######## vec_load_sequencer ########
vec_load_sequencer/sizing.png
Scale bar: 20 um.
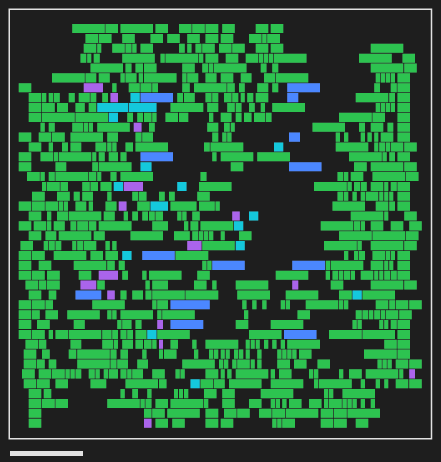

==> src/rtl/vec_load_sequencer_pkg.sv <==
// vec_load_sequencer_pkg: shared state, addressing-mode and element-width types
// for the vector load sequencer.
package vec_load_sequencer_pkg;
    typedef enum logic [1:0] {IDLE, REQ, WAIT_RSP, DONE} v_ld_state_e;
    typedef enum logic [1:0] {UNIT = 2'b00, IDX_UO = 2'b01, STRIDED = 2'b10, IDX_O = 2'b11} v_mop_e;
    typedef enum logic [1:0] {E8 = 2'b00, E16 = 2'b01, E32 = 2'b10} v_sew_e;
    function automatic logic [2:0] sew_bytes(input v_sew_e s);
        return {s == E32, s == E16, s == E8};
    endfunction
endpackage

==> src/rtl/vec_ld_addr_gen.sv <==
// vec_ld_addr_gen: element address accumulator with unit-stride increment;
// the stride register and stride selection exist only with VEC_LD_STRIDED_EN.
module vec_ld_addr_gen
    import vec_load_sequencer_pkg::*;
#(
    parameter int XLEN = 32
) (
    input  logic            clk,
    input  logic            reset,
    input  logic            load,
    input  logic            advance,
    input  logic [XLEN-1:0] base,
    input  v_sew_e          sew,
`ifdef VEC_LD_STRIDED_EN
    input  logic [XLEN-1:0] stride,
    input  logic            strided,
`endif
    output logic [XLEN-1:0] addr
);
    logic [XLEN-1:0] incr;
`ifdef VEC_LD_STRIDED_EN
    logic [XLEN-1:0] stride_q;
    logic            strided_q;
    always_ff @(posedge clk or posedge reset) begin
        if (reset) begin
            stride_q  <= '0;
            strided_q <= 1'b0;
        end else if (load) begin
            stride_q  <= stride;
            strided_q <= strided;
        end
    end
    assign incr = strided_q ? stride_q : XLEN'(sew_bytes(sew));
`else
    assign incr = XLEN'(sew_bytes(sew));
`endif
    always_ff @(posedge clk or posedge reset) begin
        if (reset) addr <= '0;
        else addr <= load ? base : advance ? addr + incr : addr;
    end
endmodule

==> src/rtl/vec_load_sequencer.sv <==
// vec_load_sequencer: turns one vector load into single-element memory requests
// and VRF writes; strided mode is built only with VEC_LD_STRIDED_EN.
module vec_load_sequencer
    import vec_load_sequencer_pkg::*;
#(
    parameter  int XLEN  = 32,
    parameter  int VLMAX = 16,
    localparam int IDXW  = $clog2(VLMAX)
) (
    input  logic            clk,
    input  logic            reset,
    input  logic            ld_start,
    input  logic [XLEN-1:0] rs1_data,
    input  logic [XLEN-1:0] rs2_data,
    input  logic [1:0]      mop,
    input  logic [XLEN-1:0] vl,
    input  logic [2:0]      sew,
    input  logic [4:0]      vd_addr,
    output logic            ld_busy,
    output logic            ld_done,
    output logic            ld_err,
    output logic            mem_req_valid,
    input  logic            mem_req_ready,
    output logic [XLEN-1:0] mem_req_addr,
    output logic [1:0]      mem_req_size,
    input  logic            mem_rsp_valid,
    input  logic [XLEN-1:0] mem_rsp_data,
    output logic            vrf_wr_en,
    output logic [4:0]      vrf_wr_addr,
    output logic [IDXW-1:0] vrf_wr_idx,
    output logic [XLEN-1:0] vrf_wr_data
);
    localparam int CNTW = IDXW + 1;
    v_ld_state_e     state, state_nxt;
    v_sew_e          sew_q;
    logic [4:0]      vd_q;
    logic [CNTW-1:0] elem_cnt, cnt_in;
    logic [IDXW-1:0] idx;
    logic            err_q, err_in, start, accept, rsp, last;
    logic [XLEN-1:0] rsp_elem;

    assign start  = state == IDLE && ld_start;
    assign accept = state == REQ && mem_req_ready;
    assign rsp    = state == WAIT_RSP && mem_rsp_valid;
    assign last   = {1'b0, idx} == elem_cnt - CNTW'(1);
    assign cnt_in = vl > XLEN'(VLMAX) ? CNTW'(VLMAX) : vl[CNTW-1:0];
    assign rsp_elem = sew_q == E8 ? XLEN'(mem_rsp_data[7:0]) :
                      sew_q == E16 ? XLEN'(mem_rsp_data[15:0]) : mem_rsp_data;
    assign mem_req_size = sew_q;
`ifdef VEC_LD_STRIDED_EN
    assign err_in = sew > 3'b010 || mop[0];
`else
    logic unused_stride;
    assign unused_stride = ^rs2_data;
    assign err_in = sew > 3'b010 || mop != UNIT;
`endif

    vec_ld_addr_gen #(.XLEN(XLEN)) u_addr_gen (
        .clk     (clk),
        .reset   (reset),
        .load    (start),
        .advance (accept),
        .base    (rs1_data),
        .sew     (sew_q),
`ifdef VEC_LD_STRIDED_EN
        .stride  (rs2_data),
        .strided (mop == STRIDED),
`endif
        .addr    (mem_req_addr)
    );

    always_ff @(posedge clk or posedge reset) begin
        if (reset) state <= IDLE;
        else state <= state_nxt;
    end

    always_comb begin
        state_nxt = state;
        case (state)
            IDLE:     state_nxt = !ld_start ? IDLE : (err_in || cnt_in == '0) ? DONE : REQ;
            REQ:      state_nxt = mem_req_ready ? WAIT_RSP : REQ;
            WAIT_RSP: state_nxt = !mem_rsp_valid ? WAIT_RSP : last ? DONE : REQ;
            DONE:     state_nxt = IDLE;
        endcase
    end

    always_comb begin
        ld_busy       = state != IDLE;
        ld_done       = state == DONE;
        ld_err        = state == DONE && err_q;
        mem_req_valid = state == REQ;
    end

    always_ff @(posedge clk or posedge reset) begin
        if (reset) begin
            sew_q       <= E8;
            vd_q        <= '0;
            elem_cnt    <= '0;
            idx         <= '0;
            err_q       <= 1'b0;
            vrf_wr_en   <= 1'b0;
            vrf_wr_addr <= '0;
            vrf_wr_idx  <= '0;
            vrf_wr_data <= '0;
        end else begin
            vrf_wr_en <= rsp;
            if (start) begin
                sew_q    <= v_sew_e'(sew[1:0]);
                vd_q     <= vd_addr;
                elem_cnt <= cnt_in;
                idx      <= '0;
                err_q    <= err_in;
            end
            if (rsp) begin
                vrf_wr_addr <= vd_q;
                vrf_wr_idx  <= idx;
                vrf_wr_data <= rsp_elem;
                idx         <= idx + IDXW'(1);
            end
        end
    end
endmodule

==> config.mk <==
export PLATFORM = sky130hd
export DESIGN_NAME = vec_load_sequencer
export DESIGN_NICKNAME = d
export VERILOG_FILES = /design/src/rtl/vec_load_sequencer_pkg.sv /design/src/rtl/vec_ld_addr_gen.sv /design/src/rtl/vec_load_sequencer.sv
export SDC_FILE = /design/constraint.sdc
export NUM_CORES = 1
export LEC_CHECK = 0
export CAP_MARGIN = 20
export CORE_AREA = 2 2 114 116
export DETAILED_ROUTE_END_ITERATION = 10
export DIE_AREA = 0 0 116 118
export MAX_ROUTING_LAYER = met4
export PLACE_DENSITY = 0.73
export RECOVER_POWER = 25
export SKIP_LAST_GASP = 1
export SLEW_MARGIN = 20
export SYNTH_ARGS = -nofsm -noshare
export SYNTH_HDL_FRONTEND = slang
export SYNTH_SLANG_ARGS = --single-unit
==> constraint.sdc <==
create_clock -name clk -period 2.9 [get_ports clk]
set_clock_uncertainty 0.2 [all_clocks]
set_input_delay 0.29 -clock clk [delete_from_list [all_inputs] [get_ports clk]]
set_output_delay 0.29 -clock clk [all_outputs]
set_load 0.02 [all_outputs]
######## llc_input_arbiter ########
## src/rtl/llc_input_arbiter.sv

```systemverilog
// llc_input_arbiter: sequences the LLC's four inbound channels (testbench
// reset, coherence response, coherence request, DMA request) into the single
// decode slot that feeds the set-read pipeline. Fixed priority with
// anti-starvation aging for req/dma, req stall honoured, DMA bursts locked.
// Optional feature: define LLC_ARB_STATS_EN to expose grant/promotion counters.
module llc_input_arbiter #(
    parameter int DATA_WIDTH = 128,
    parameter int STARVE_MAX = 15
) (
    input  logic                  clk,
    input  logic                  rst,
    input  logic                  rst_tb_valid,
    output logic                  rst_tb_ready,
    input  logic [DATA_WIDTH-1:0] rst_tb_data,
    input  logic                  rsp_valid,
    output logic                  rsp_ready,
    input  logic [DATA_WIDTH-1:0] rsp_data,
    input  logic                  req_valid,
    output logic                  req_ready,
    input  logic [DATA_WIDTH-1:0] req_data,
    input  logic                  dma_valid,
    output logic                  dma_ready,
    input  logic [DATA_WIDTH-1:0] dma_data,
    input  logic                  dma_last,
    input  logic                  req_stall,
    output logic                  out_valid,
    input  logic                  out_ready,
    output logic [DATA_WIDTH-1:0] out_data,
    output logic [1:0]            out_src
`ifdef LLC_ARB_STATS_EN
    ,
    output logic [31:0]           stat_rst_tb,
    output logic [31:0]           stat_rsp,
    output logic [31:0]           stat_req,
    output logic [31:0]           stat_dma,
    output logic [31:0]           stat_promote
`endif
);

    localparam int CW = $clog2(STARVE_MAX + 1);
    localparam logic [CW-1:0] SAT = CW'(STARVE_MAX);

    typedef enum logic {
        IDLE,
        DMA_LOCK
    } state_t;

    state_t state, state_next;

    logic [CW-1:0] req_cnt, dma_cnt;
    logic          req_elig, req_sat, dma_sat;
    logic          take;
    logic          sel_rst, sel_rsp, sel_req, sel_dma, sel_promo;
    logic          gnt_rst, gnt_rsp, gnt_req, gnt_dma, gnt_any;

    assign req_elig = req_valid & ~req_stall;
    assign req_sat  = (req_cnt == SAT);
    assign dma_sat  = (dma_cnt == SAT);

    // The slot can accept a new entry when it is empty or being drained now.
    assign take = ~out_valid | out_ready;

    // State register: reset always returns to IDLE, dropping any open burst.
    always_ff @(posedge clk) begin
        if (rst) state <= IDLE;
        else     state <= state_next;
    end

    // Next state: a dma grant opens the lock unless it is the last beat.
    always_comb begin
        state_next = state;
        if (gnt_dma) state_next = dma_last ? IDLE : DMA_LOCK;
    end

    // Winner selection: rst_tb always first; lock admits only dma; otherwise
    // saturated req/dma jump above rsp (req before dma), then base order.
    always_comb begin
        sel_rst   = 1'b0;
        sel_rsp   = 1'b0;
        sel_req   = 1'b0;
        sel_dma   = 1'b0;
        sel_promo = 1'b0;
        if (rst_tb_valid) begin
            sel_rst = 1'b1;
        end else if (state == DMA_LOCK) begin
            sel_dma = dma_valid;
        end else if (req_sat && req_elig) begin
            sel_req   = 1'b1;
            sel_promo = 1'b1;
        end else if (dma_sat && dma_valid) begin
            sel_dma   = 1'b1;
            sel_promo = 1'b1;
        end else if (rsp_valid) begin
            sel_rsp = 1'b1;
        end else if (req_elig) begin
            sel_req = 1'b1;
        end else if (dma_valid) begin
            sel_dma = 1'b1;
        end
    end

    assign gnt_rst = sel_rst & take & ~rst;
    assign gnt_rsp = sel_rsp & take & ~rst;
    assign gnt_req = sel_req & take & ~rst;
    assign gnt_dma = sel_dma & take & ~rst;
    assign gnt_any = gnt_rst | gnt_rsp | gnt_req | gnt_dma;

    assign rst_tb_ready = gnt_rst;
    assign rsp_ready    = gnt_rsp;
    assign req_ready    = gnt_req;
    assign dma_ready    = gnt_dma;

    // Starvation aging: count eligible-but-ungranted cycles, clear otherwise.
    always_ff @(posedge clk) begin
        if (rst) begin
            req_cnt <= '0;
            dma_cnt <= '0;
        end else begin
            if (req_elig && !gnt_req) begin
                if (!req_sat) req_cnt <= req_cnt + 1'b1;
            end else begin
                req_cnt <= '0;
            end
            if (dma_valid && !gnt_dma) begin
                if (!dma_sat) dma_cnt <= dma_cnt + 1'b1;
            end else begin
                dma_cnt <= '0;
            end
        end
    end

    // Output slot: load the winner, empty on a drain with nothing to load.
    always_ff @(posedge clk) begin
        if (rst) begin
            out_valid <= 1'b0;
            out_data  <= '0;
            out_src   <= 2'd0;
        end else if (gnt_any) begin
            out_valid <= 1'b1;
            if (gnt_rst) begin
                out_data <= rst_tb_data;
                out_src  <= 2'd0;
            end else if (gnt_rsp) begin
                out_data <= rsp_data;
                out_src  <= 2'd1;
            end else if (gnt_req) begin
                out_data <= req_data;
                out_src  <= 2'd2;
            end else begin
                out_data <= dma_data;
                out_src  <= 2'd3;
            end
        end else if (out_ready) begin
            out_valid <= 1'b0;
        end
    end

`ifdef LLC_ARB_STATS_EN
    // Grant statistics; promoted grants are those taken via the aging path.
    always_ff @(posedge clk) begin
        if (rst) begin
            stat_rst_tb  <= '0;
            stat_rsp     <= '0;
            stat_req     <= '0;
            stat_dma     <= '0;
            stat_promote <= '0;
        end else begin
            if (gnt_rst) stat_rst_tb <= stat_rst_tb + 32'd1;
            if (gnt_rsp) stat_rsp    <= stat_rsp + 32'd1;
            if (gnt_req) stat_req    <= stat_req + 32'd1;
            if (gnt_dma) stat_dma    <= stat_dma + 32'd1;
            if (gnt_any && sel_promo) stat_promote <= stat_promote + 32'd1;
        end
    end
`else
    logic unused_promo;
    assign unused_promo = sel_promo;
`endif

endmodule

```

## config.mk

```make
export PLATFORM = sky130hd
export DESIGN_NAME = llc_input_arbiter
export DESIGN_NICKNAME = d
export VERILOG_FILES = /design/src/rtl/llc_input_arbiter.sv
export SDC_FILE = /design/constraint.sdc
export NUM_CORES = 1
export LEC_CHECK = 0
export ABC_CLOCK_PERIOD_IN_PS = 4500
export CORE_AREA = 2 2 252 254
export CTS_BUF_LIST = sky130_fd_sc_hd__clkbuf_8
export DETAILED_ROUTE_END_ITERATION = 6
export DIE_AREA = 0 0 254 256
export PLACE_DENSITY = 0.42
export SKIP_LAST_GASP = 1
export SYNTH_ARGS = -nofsm -noshare
export SYNTH_HDL_FRONTEND = slang
export SYNTH_SLANG_ARGS = --single-unit
```

## constraint.sdc

```tcl
create_clock -name clk -period 4.5 [get_ports clk]
set_input_delay 0.45 -clock clk [delete_from_list [all_inputs] [get_ports clk]]
set_output_delay 0.45 -clock clk [all_outputs]
set_load 0.01 [all_outputs]
```

######## parity_channel ########
===== src/rtl/parity_channel_pkg.sv =====
// Shared constants, word type and parity helper for the parity link.
// Used by both the transmit generator and the inline receive checker.
package parity_channel_pkg;

   localparam int DATA_W_DEF     = 9;
   localparam bit PARITY_EVEN    = 1'b0;
   localparam bit PARITY_ODD_SEL = 1'b1;

   typedef logic [DATA_W_DEF:0] word_t;

   // Zero-extension is harmless: extra zeros do not change the XOR reduce.
   function automatic logic parity_of(
      input logic [63:0] v,
      input logic        odd
   );
      return (^v) ^ odd;
   endfunction

endpackage


===== src/rtl/parity_channel_tx.sv =====
// Transmit half: enable-gated wrapping counter with appended parity bit.
// tx_word is combinational from the registered count.
module parity_channel_tx
   import parity_channel_pkg::*;
#(
   parameter int DATA_W     = DATA_W_DEF,
   parameter bit PARITY_ODD = PARITY_EVEN
) (
   input  logic            clk,
   input  logic            clr,
   input  logic            enable,
   output logic [DATA_W:0] tx_word
);

   logic [DATA_W-1:0] count;

   always_ff @(posedge clk) begin
      if (clr)
         count <= '0;
      else if (enable)
         count <= count + 1'b1;
   end

   assign tx_word = {parity_of(64'(count), PARITY_ODD), count};

endmodule


===== src/rtl/parity_channel.sv =====
// Self-checking parity link: counter transmitter plus registered receive checker.
// Define PARITY_ERR_COUNT_EN to add a saturating 8-bit parity error counter.
module parity_channel
   import parity_channel_pkg::*;
#(
   parameter int DATA_W     = DATA_W_DEF,
   parameter bit PARITY_ODD = PARITY_EVEN
) (
   input  logic            clk,
   input  logic            clr,
   input  logic            enable,
   output logic [DATA_W:0] tx_word,
   input  logic [DATA_W:0] rx_word,
   output logic            data_valid,
   output logic [DATA_W:0] data_out
`ifdef PARITY_ERR_COUNT_EN
   ,
   output logic [7:0]      err_count
`endif
);

   logic ok;

   parity_channel_tx #(
      .DATA_W     (DATA_W),
      .PARITY_ODD (PARITY_ODD)
   ) u_tx (
      .clk     (clk),
      .clr     (clr),
      .enable  (enable),
      .tx_word (tx_word)
   );

   assign ok = (parity_of(64'(rx_word), PARITY_ODD) == 1'b0);

   // A failed word drops valid but keeps the last good payload visible.
   always_ff @(posedge clk) begin
      if (clr) begin
         data_valid <= 1'b0;
         data_out   <= '0;
      end else if (ok) begin
         data_valid <= 1'b1;
         data_out   <= rx_word;
      end else begin
         data_valid <= 1'b0;
      end
   end

`ifdef PARITY_ERR_COUNT_EN
   always_ff @(posedge clk) begin
      if (clr)
         err_count <= '0;
      else if (!ok && err_count != 8'hFF)
         err_count <= err_count + 8'd1;
   end
`endif

endmodule


===== config.mk =====
export PLATFORM = sky130hd
export DESIGN_NAME = parity_channel
export DESIGN_NICKNAME = d
export VERILOG_FILES = /design/src/rtl/parity_channel_pkg.sv /design/src/rtl/parity_channel_tx.sv /design/src/rtl/parity_channel.sv
export SDC_FILE = /design/constraint.sdc
export NUM_CORES = 1
export LEC_CHECK = 0
export ABC_CLOCK_PERIOD_IN_PS = 1500
export CORE_ASPECT_RATIO = 1.2
export CORE_MARGIN = 2
export CORE_UTILIZATION = 44
export CTS_CLUSTER_SIZE = 40
export DETAILED_ROUTE_END_ITERATION = 10
export PLACE_DENSITY_LB_ADDON = 0.3
export SLEW_MARGIN = 20
export SYNTH_ARGS = -nofsm -noshare
export SYNTH_HDL_FRONTEND = slang
export SYNTH_SLANG_ARGS = --single-unit

===== constraint.sdc =====
create_clock -name clk -period 1.5 [get_ports clk]
set_input_delay 0.3 -clock clk [delete_from_list [all_inputs] [get_ports clk]]
set_output_delay 0.3 -clock clk [all_outputs]
set_load 0.05 [all_outputs]

######## prach_reshape_sched_flat ########
--- src/rtl/prach_pkg.sv ---
// Shared types for the PRACH reshape scheduler: state encoding, beat record, helpers.
package prach_pkg;

  localparam int CHN_W = 8;

  typedef enum logic [1:0] {
    IDLE,
    WAIT_SYNC,
    RUN
  } sched_state_e;

  typedef struct packed {
    logic             dv;
    logic [CHN_W-1:0] chn;
    logic             sync;
  } sched_beat_t;

  function automatic logic [15:0] sat_inc16(input logic [15:0] v);
    return (v == 16'hFFFF) ? v : v + 16'd1;
  endfunction

endpackage

--- src/rtl/prach_reshape_sched_if.sv ---
// Buffer-side and reshape-side signals of the scheduler; master = scheduler.
interface prach_reshape_sched_if #(
  parameter int NUM_CHN = 8
);
  logic [NUM_CHN-1:0]            buf_avail;
  logic [NUM_CHN-1:0]            buf_pop;
  logic                          dout_dv;
  logic [prach_pkg::CHN_W-1:0]   dout_chn;
  logic                          sync_out;

  modport master (input buf_avail, output buf_pop, output dout_dv, output dout_chn, output sync_out);
  modport slave  (output buf_avail, input buf_pop, input dout_dv, input dout_chn, input sync_out);
endinterface

--- src/rtl/prach_sched_dly.sv ---
// DEPTH-stage delay line of scheduler beats, aligning beat metadata with buffer read data.
module prach_sched_dly
  import prach_pkg::*;
#(
  parameter int DEPTH = 1
) (
  input  logic        clk,
  input  logic        rst,
  input  sched_beat_t beat_i,
  output sched_beat_t beat_o,
  output logic        empty_o
);

  sched_beat_t      stage_q [DEPTH];
  logic [DEPTH-1:0] occ;

  always_ff @(posedge clk or posedge rst) begin
    if (rst) begin
      for (int i = 0; i < DEPTH; i++) stage_q[i] <= '0;
    end else begin
      stage_q[0] <= beat_i;
      for (int i = 1; i < DEPTH; i++) stage_q[i] <= stage_q[i-1];
    end
  end

  // A stage holding only a sync marker still counts as in flight.
  genvar gi;
  generate
    for (gi = 0; gi < DEPTH; gi++) begin : g_occ
      assign occ[gi] = |stage_q[gi];
    end
  endgenerate

  assign beat_o  = stage_q[DEPTH-1];
  assign empty_o = ~|occ;

endmodule

--- src/rtl/prach_reshape_sched.sv ---
// Slot-per-channel scheduler feeding the reshape datapath from per-channel buffers.
// Optional statistics counters are enabled with PRACH_SCHED_STATS_EN.
module prach_reshape_sched
  import prach_pkg::*;
#(
  parameter int NUM_CHN = 8,
  parameter int RD_LAT  = 1
) (
  input  logic                   clk,
  input  logic                   rst,
  input  logic                   cfg_en_i,
  input  logic [NUM_CHN-1:0]     cfg_chn_mask_i,
  input  logic                   sync_in_i,
  input  logic                   err_clr_i,
  prach_reshape_sched_if.master  bus,
  output logic                   busy_o,
  output logic [NUM_CHN-1:0]     err_uflow_o,
  output logic [15:0]            realign_cnt_o
`ifdef PRACH_SCHED_STATS_EN
  ,
  output logic [31:0]            stat_beats_o,
  output logic [31:0]            stat_frames_o
`endif
);

  localparam int                SLOT_W = $clog2(NUM_CHN);
  localparam logic [SLOT_W-1:0] LAST   = SLOT_W'(NUM_CHN - 1);

  sched_state_e       state_q, state_d;
  logic [SLOT_W-1:0]  slot_q, slot_d, cur_slot;
  logic [NUM_CHN-1:0] mask_q, mask_d, eff_mask;
  logic [NUM_CHN-1:0] uflow_q, uflow_d;
  logic [15:0]        realign_q, realign_d;
  logic               issue, realign_hit, pop_any, uflow_hit;
  sched_beat_t        beat_in, beat_out;
  logic               dly_empty;

  always_ff @(posedge clk or posedge rst) begin
    if (rst) begin
      state_q   <= IDLE;
      slot_q    <= '0;
      mask_q    <= '0;
      uflow_q   <= '0;
      realign_q <= '0;
    end else begin
      state_q   <= state_d;
      slot_q    <= slot_d;
      mask_q    <= mask_d;
      uflow_q   <= uflow_d;
      realign_q <= realign_d;
    end
  end

  // cur_slot is the slot issued this cycle; a sync can force it to 0 before it is used.
  always_comb begin
    state_d     = state_q;
    slot_d      = slot_q;
    mask_d      = mask_q;
    issue       = 1'b0;
    cur_slot    = slot_q;
    realign_hit = 1'b0;
    unique case (state_q)
      IDLE: if (cfg_en_i) state_d = WAIT_SYNC;
      WAIT_SYNC: begin
        if (!cfg_en_i) begin
          state_d = IDLE;
        end else if (sync_in_i) begin
          state_d  = RUN;
          issue    = 1'b1;
          cur_slot = '0;
        end
      end
      RUN: begin
        issue = 1'b1;
        if (sync_in_i && slot_q != LAST) begin
          cur_slot    = '0;
          realign_hit = 1'b1;
        end
      end
      default: state_d = IDLE;
    endcase
    if (issue) begin
      if (cur_slot == LAST) begin
        slot_d = '0;
        if (!cfg_en_i) state_d = IDLE;
      end else begin
        slot_d = cur_slot + SLOT_W'(1);
      end
      if (cur_slot == '0) mask_d = cfg_chn_mask_i;
    end
  end

  // Slot 0 uses the mask being latched in the same cycle.
  assign eff_mask  = (cur_slot == '0) ? cfg_chn_mask_i : mask_q;
  assign pop_any   = issue & eff_mask[cur_slot] & bus.buf_avail[cur_slot];
  assign uflow_hit = issue & eff_mask[cur_slot] & ~bus.buf_avail[cur_slot];

  genvar gi;
  generate
    for (gi = 0; gi < NUM_CHN; gi++) begin : g_chn
      assign bus.buf_pop[gi] = pop_any && (cur_slot == SLOT_W'(gi));
      assign uflow_d[gi]     = (uflow_hit && (cur_slot == SLOT_W'(gi))) | (uflow_q[gi] & ~err_clr_i);
    end
  endgenerate

  assign realign_d = realign_hit ? sat_inc16(realign_q) : (err_clr_i ? 16'd0 : realign_q);

  assign beat_in.dv   = pop_any;
  assign beat_in.chn  = pop_any ? CHN_W'(cur_slot) : '0;
  assign beat_in.sync = issue && (cur_slot == '0);

  prach_sched_dly #(.DEPTH(RD_LAT)) u_dly (
    .clk     (clk),
    .rst     (rst),
    .beat_i  (beat_in),
    .beat_o  (beat_out),
    .empty_o (dly_empty)
  );

  assign bus.dout_dv  = beat_out.dv;
  assign bus.dout_chn = beat_out.chn;
  assign bus.sync_out = beat_out.sync;
  assign busy_o        = (state_q != IDLE) | ~dly_empty;
  assign err_uflow_o   = uflow_q;
  assign realign_cnt_o = realign_q;

`ifdef PRACH_SCHED_STATS_EN
  logic [31:0] beats_q, frames_q;

  always_ff @(posedge clk or posedge rst) begin
    if (rst) begin
      beats_q  <= '0;
      frames_q <= '0;
    end else begin
      if (beat_out.dv)    beats_q <= beats_q + 32'd1;
      else if (err_clr_i) beats_q <= '0;
      if (beat_out.sync)  frames_q <= frames_q + 32'd1;
      else if (err_clr_i) frames_q <= '0;
    end
  end

  assign stat_beats_o  = beats_q;
  assign stat_frames_o = frames_q;
`endif

endmodule
--- src/flat_wrapper.sv ---
// flat-port wrapper written by rule: the top's interface ports become plain ports
module prach_reshape_sched_flat import prach_pkg::*;
#(
  parameter int NUM_CHN = 8,
  parameter int RD_LAT  = 1
)
  (clk, rst, cfg_en_i, cfg_chn_mask_i, sync_in_i, err_clr_i, busy_o, err_uflow_o, realign_cnt_o, bus_buf_avail, bus_buf_pop, bus_dout_dv, bus_dout_chn, bus_sync_out);
  prach_reshape_sched_if #(.NUM_CHN(NUM_CHN)) bus_i ();
  input  logic clk;
  input  logic rst;
  input  logic cfg_en_i;
  input  logic [NUM_CHN-1:0] cfg_chn_mask_i;
  input  logic sync_in_i;
  input  logic err_clr_i;
  output logic busy_o;
  output logic [NUM_CHN-1:0] err_uflow_o;
  output logic [15:0] realign_cnt_o;
  input wire logic [$bits(bus_i.buf_avail)-1:0] bus_buf_avail;
  output wire logic [$bits(bus_i.buf_pop)-1:0] bus_buf_pop;
  output wire logic [$bits(bus_i.dout_dv)-1:0] bus_dout_dv;
  output wire logic [$bits(bus_i.dout_chn)-1:0] bus_dout_chn;
  output wire logic [$bits(bus_i.sync_out)-1:0] bus_sync_out;
  assign bus_i.buf_avail = bus_buf_avail;
  assign bus_buf_pop = bus_i.buf_pop;
  assign bus_dout_dv = bus_i.dout_dv;
  assign bus_dout_chn = bus_i.dout_chn;
  assign bus_sync_out = bus_i.sync_out;
  prach_reshape_sched #(.NUM_CHN(NUM_CHN), .RD_LAT(RD_LAT)) u_core (.clk(clk), .rst(rst), .cfg_en_i(cfg_en_i), .cfg_chn_mask_i(cfg_chn_mask_i), .sync_in_i(sync_in_i), .err_clr_i(err_clr_i), .bus(bus_i), .busy_o(busy_o), .err_uflow_o(err_uflow_o), .realign_cnt_o(realign_cnt_o));
endmodule
--- config.mk ---
export PLATFORM = sky130hd
export DESIGN_NAME = prach_reshape_sched_flat
export DESIGN_NICKNAME = d
export VERILOG_FILES = /design/src/rtl/prach_pkg.sv /design/src/rtl/prach_reshape_sched_if.sv /design/src/rtl/prach_sched_dly.sv /design/src/rtl/prach_reshape_sched.sv /design/src/flat_wrapper.sv
export SDC_FILE = /design/constraint.sdc
export NUM_CORES = 1
export LEC_CHECK = 0
export CORE_MARGIN = 4
export CORE_UTILIZATION = 45
export DETAILED_ROUTE_END_ITERATION = 7
export PLACE_DENSITY = 0.76
export SETUP_SLACK_MARGIN = 0.2
export SYNTH_ARGS = -nofsm -noshare
export SYNTH_HDL_FRONTEND = slang
export SYNTH_SLANG_ARGS = --single-unit
--- constraint.sdc ---
create_clock -name clk -period 3.4 [get_ports clk]
set_clock_uncertainty 0.2 [all_clocks]
set_input_delay 0.68 -clock clk [delete_from_list [all_inputs] [get_ports clk]]
set_output_delay 0.68 -clock clk [all_outputs]
set_load 0.05 [all_outputs]
parity_channel/ff_map.png
Scale bar: 20 um. Other sequential cells in the stronger grey, the rest of the logic in the fainter grey.
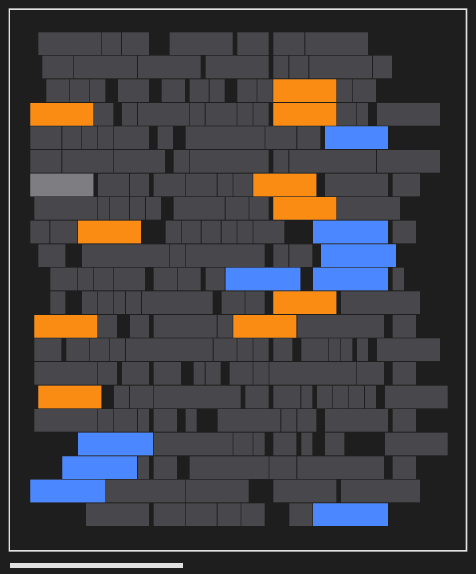
data_out -> orange  # flops 10
u_tx.count -> blue  # flops 9
final core occ: 83.2%
Reg area: 430 sq um
seq pwr: 676 uW

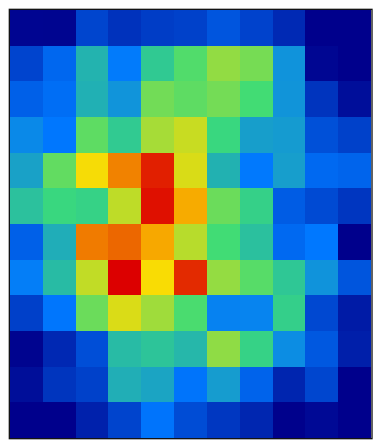
parity_channel/route_heat.png
11 x 12 tiles, from dark blue (low) to red (high), scaled to the fullest tile. Values are wire area over tile area, all layers added.
tiles over half the peak = 27%
fullest tile = 0.65
densest ninth of the die = centre
mean over tiles = 0.22
Routed WL: 4250 um
via count: 1384
DR WL/cell: 18.3 um

==> flow_summary_export.csv, parity_channel <==
group,metric,value,unit
timing,drv_slew,0,
layout,n_clock_buffer,4,
logic_synthesis,syn_area,0.00125,sq mm
logic_synthesis,ys_sh_simple,38.6,%
global_routing,grt_usage,23.8,%
power_and_ir_drop,leakage,0.916,nW
logic_synthesis,synth-adder-area-share,4.01,%
logic_synthesis,synth_seq_share,32.1,%
logic_synthesis,postSynth.asyncResetShare,0,%
die,coreArea,0.00276,sq mm
global_routing,grt_first_pass_wirelength,6000,um
run_status,violations,"negative setup slack",
timing,setup_violations,2,
logic_synthesis,topCellsByArea,"dfxtp_1 (32%), nand3_1 (16%), xnor2_1 (7.7%)",
layout,clock_area_share,2.07,%
timing,fin_ws,-0.452,ns
run_status,run_status,"finished with violations",
critical_path,critical_path_arrival,1.65,ns
die,dieWidth,52.6,um
-- parity_channel: through the flow --
step,cells,setup WS [ns],total power [mW]
finish,232,-0.452,2.42
global route,232,-0.502,2.50
CTS,229,-0.481,2.28
detailed placement,222,-0.550,1.85
global placement,222,-0.455,1.82
floorplan,150,-0.184,1.37
-- parity_channel: critical path, cell delays in order (launching register included) --
cell and delay (ns):
dfxtp_4 0.38, ha_4 0.26, xnor2_4 0.16, xnor2_4 0.23, xnor2_4 0.15, buf_12 0.15
-- parity_channel: sequential cells by signal, summed over array words and instances, names as in the netlist --
signal	flops
data_valid	1
u_tx.count	9
data_out	10
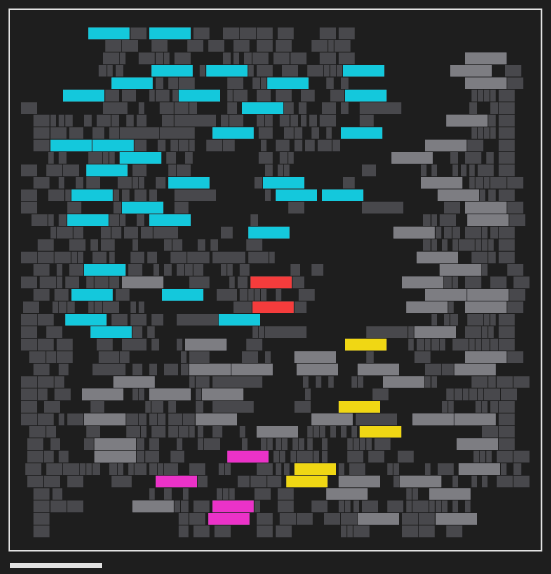
vec_load_sequencer/ff_map.png
Scale bar: 20 um. Other sequential cells in the stronger grey, the rest of the logic in the fainter grey.
vrf_wr_idx -> magenta  # flops 4, where south
u_addr_gen.addr -> cyan  # flops 32
mem_req_size -> red  # flops 2
vrf_wr_addr -> yellow  # flops 5
not coloured = 50
seq pwr: 2.33 mW
Reg area: 0.00233 sq mm
sequential share of cell area: 33.5%
final core occ: 56.0%

Notes on vec_load_sequencer/sizing.png above:
x6 and larger -> blue  # cells 13, share 1.8%, most used clkbuf_16
x2 -> purple  # cells 15, share 2.1%, most used or2_2
x3 and x4 -> cyan  # cells 16, share 2.3%, most used buf_4
x1 and smaller -> green  # cells 659, share 94%, most used clkdlybuf4s50_1
Area Growth Syn to Fin: 53.9%
Non-clk bufs: 203
fin worst setup slack: 0.225 ns
fin area: 0.00696 sq mm

==> flow_summary_export.csv, vec_load_sequencer <==
group,metric,value,unit
timing,hold-worst-slack,0.271,ns
critical_path,worstSetupStartpoint,"mem_req_size[1]",
clock_tree,clock_sinks,93,
global_routing,grt_max_degree,65,
detailed_routing,num_vias,4260,
run_status,run_status,"finished with violations",
global_routing,antenna_found_initial,0,
timing,drv_slew,36,
logic_synthesis,synth_top_cell_by_count,"nand2_1",
timing,finalHoldViolCount,0,
clock_tree,ctsHoldBuffers,0,
clock_tree,h-tree-depth,3,
flow_run,maxCapViolCount,1,
run_status,violations,"max-capacitance violations, max-slew violations",
logic_synthesis,xor_area_share,6.98,%
logic_synthesis,syn_nets,658,
==> vec_load_sequencer: power by group through the flow <==
| stage | Clock, mW | Combinational [mW] | Sequential [mW] |
|---|---|---|---|
| floorplan | 0 | 1.16 | 2.84 |
| global placement | 0 | 3.20 | 2.32 |
| detailed placement | 0 | 3.26 | 2.34 |
| CTS | 1.22 | 3.27 | 2.33 |
| global route | 1.28 | 3.53 | 2.40 |
| finish | 1.19 | 3.25 | 2.33 |
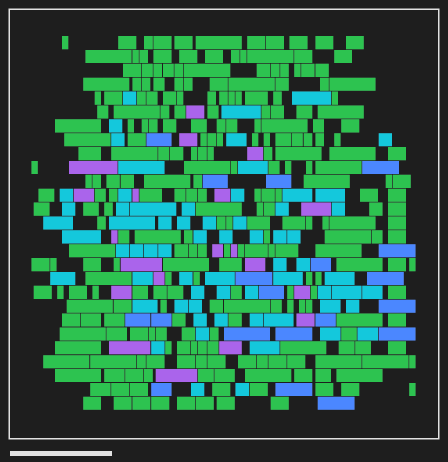
prach_reshape_sched_flat/sizing.png
Scale bar: 20 um.
x3 and x4 -> cyan  # cells 66, share 18%, most used buf_4
x2 -> purple  # cells 20, share 5.4%
x6 and larger -> blue  # cells 19, share 5.2%, most used buf_12
x1 and smaller -> green  # cells 263, share 71%, most used clkdlybuf4s50_1
Area Growth Syn to Fin: 51.9%
Non-clk bufs: 106
fin worst setup slack: -0.457 ns
fin area: 0.00394 sq mm

==> flow_summary_export.csv, prach_reshape_sched_flat <==
group,metric,value,unit
timing,setup_violations,8,
detailed_routing,detail-route-antenna-nets,0,
layout,fin_util,71.1,%
global_routing,grt_max_degree,43,
timing,fin_crit_sh,113,%
power_and_ir_drop,p_total,3.30,mW
critical_path,worstSetupPathType,"register to output pin",
flow_run,maxCapViolCount,0,
timing,fin_ws,-0.457,ns
clock_tree,clk_path_buf_depth,2,
run_status,violations,"negative setup slack",
layout,sh_seq_area,26.7,%
clock_tree,cts_tree,"built",
power_and_ir_drop,p_per_area,836,mW/mm^2
timing,finalHoldViolCount,0,
run_status,run_status,"finished with violations",
critical_path,critPathMaxFanout,5,
global_routing,grt_most_used_layer,"met2",
logic_synthesis,synth-compound-area-share,17.6,%
logic_synthesis,ys_area,0.00259,sq mm
layout,layout_top_cells,"clkdlybuf4s50_1 (48), buf_4 (42), dfrtp_1 (41)",
critical_path,endpoint_kind,"output pin",
logic_synthesis,top_cell_area_share,40.5,%
layout,fillers,397,
==> prach_reshape_sched_flat: registers in the layout, indices dropped and copies added, names as in the netlist <==
name                  cells
u_core.u_dly.beat_o       5
u_core.err_uflow_o        8
u_core.slot_q             3
u_core.state_q            2
u_core.mask_q             8
u_core.realign_cnt_o     16
==> prach_reshape_sched_flat: where the power goes <==
part	switching, mW	total [mW]	leakage [nW]	internal [mW]
Combinational	1.22	2.33	1.15	1.11
Clock	0.160	0.301	0.0383	0.142
Sequential	0.0668	0.669	0.557	0.602
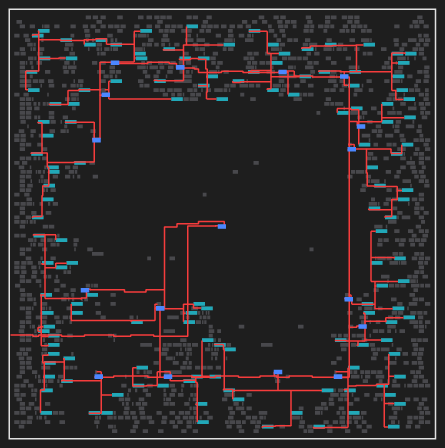
llc_input_arbiter/clock_wires.png
flip-flops -> cyan  # count 140
clock-net drivers -> blue  # count 17
clock wires -> red  # length 3010 um
routed clock nets = 18
flops lie = widely spread
Clk network pwr share: 29.8%
Setup Skew: 0.0219 ns
Clock net power: 1.15 mW

==> flow_summary_export.csv, llc_input_arbiter <==
group,metric,value,unit
timing,tightest_slew,0.936,ns
logic_synthesis,xor_area_share,0.228,%
clock_tree,clockRootBuffer,"clkbuf_8",
global_routing,grt_overflow,0,
flow_run,maxCapViolCount,0,
logic_synthesis,ys_area,0.00769,sq mm
logic_synthesis,ys_sh_simple,7.94,%
logic_synthesis,yosys_warnings,0,
die,die_h,256,um
global_routing,grt_pass1_vias,10300,
detailed_routing,met1_length,19000,um
global_routing,grt_usage,14.9,%
clock_tree,ctsHoldBuffers,0,
critical_path,critPathMaxFanout,32,
run_status,run_status,"finished clean",
layout,inverters_excl_clock,84,
die,io_pins,656,
llc_input_arbiter: metrics by stage:
stage / util (%) / hold WS [ns] / worst slack, ns
finish: 24.8 / 0.345 / 1.18
detailed placement: 24.1 / 0.451 / 1.32
floorplan: - / 0.461 / 2.52
CTS: 24.8 / 0.253 / 1.05
global route: 24.8 / 0.299 / 0.913
global placement: 24.1 / 0.447 / 1.35
llc_input_arbiter: power breakdown:
group          internal [mW]  leakage [nW]  switching, mW  total [mW]
Sequential              1.35          1.15         0.0593        1.41
Combinational          0.774          3.62          0.535        1.31
Clock                  0.547         0.213          0.604        1.15
Total                   2.67          4.99           1.20        3.87


==> layout pictures side by side <==
Wiring heat map.
Plate I
23 x 24 tiles, from dark blue (low) to red (high), scaled to the fullest tile. Values are wire area over tile area, all layers added.
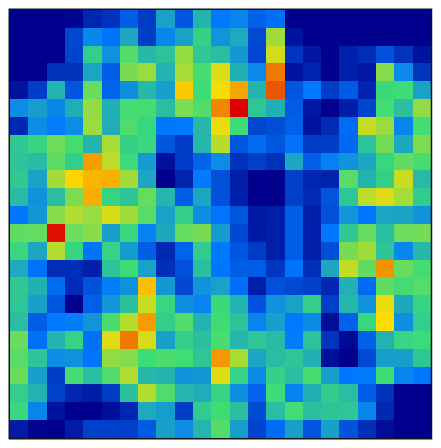
Plate II
17 x 17 tiles, from dark blue (low) to red (high), scaled to the fullest tile. Values are wire area over tile area, all layers added.
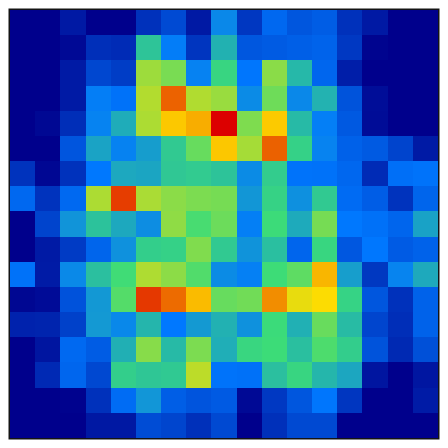
Plate III
25 x 26 tiles, from dark blue (low) to red (high), scaled to the fullest tile. Values are wire area over tile area, all layers added.
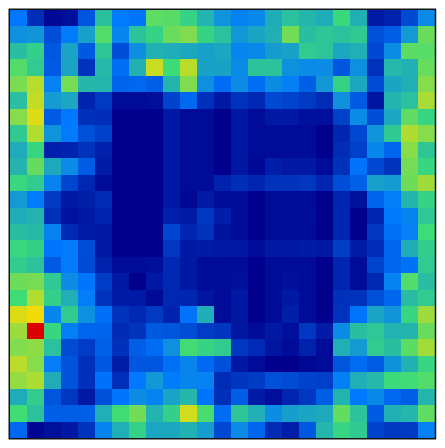
Plate II is prach_reshape_sched_flat.
Plate I is vec_load_sequencer.
Plate III is llc_input_arbiter.


==> gallery <==
Placed standard cells.
shot_01.png
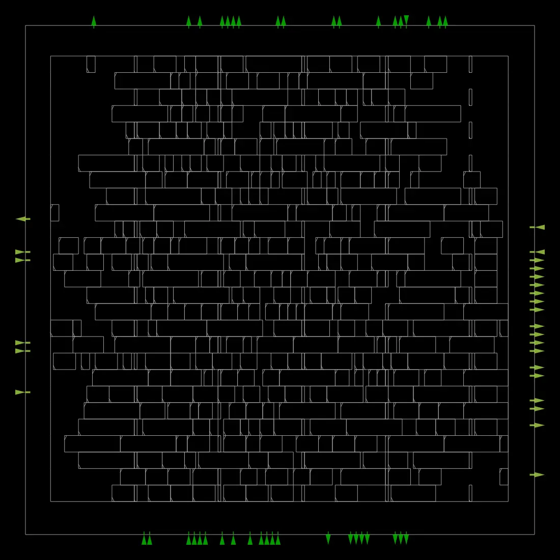
shot_02.png
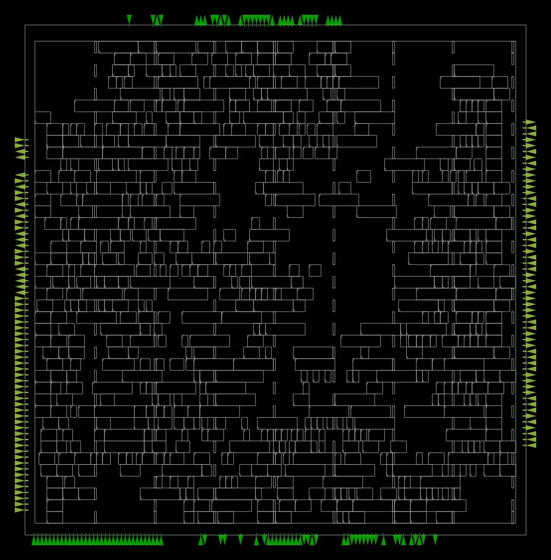
shot_03.png
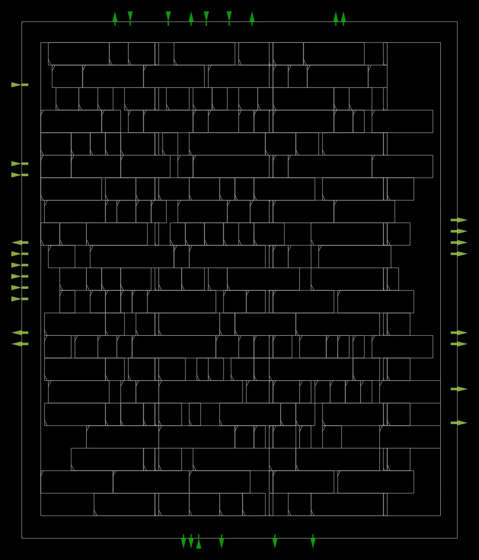
shot_04.png
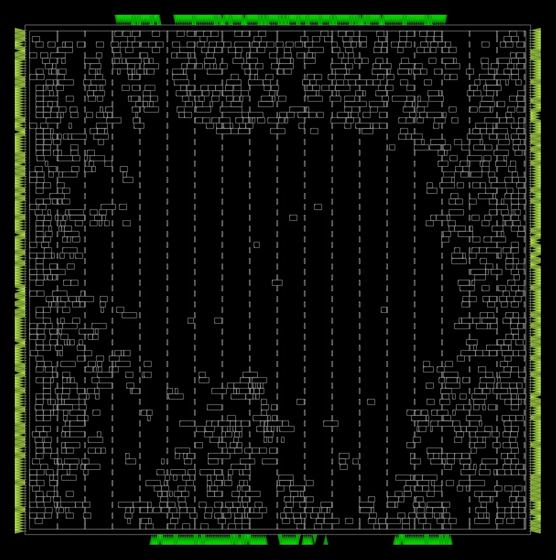
shot_02.png -> vec_load_sequencer
shot_04.png -> llc_input_arbiter
shot_03.png -> parity_channel
shot_01.png -> prach_reshape_sched_flat

Power is estimated from default activity; no workload was simulated.
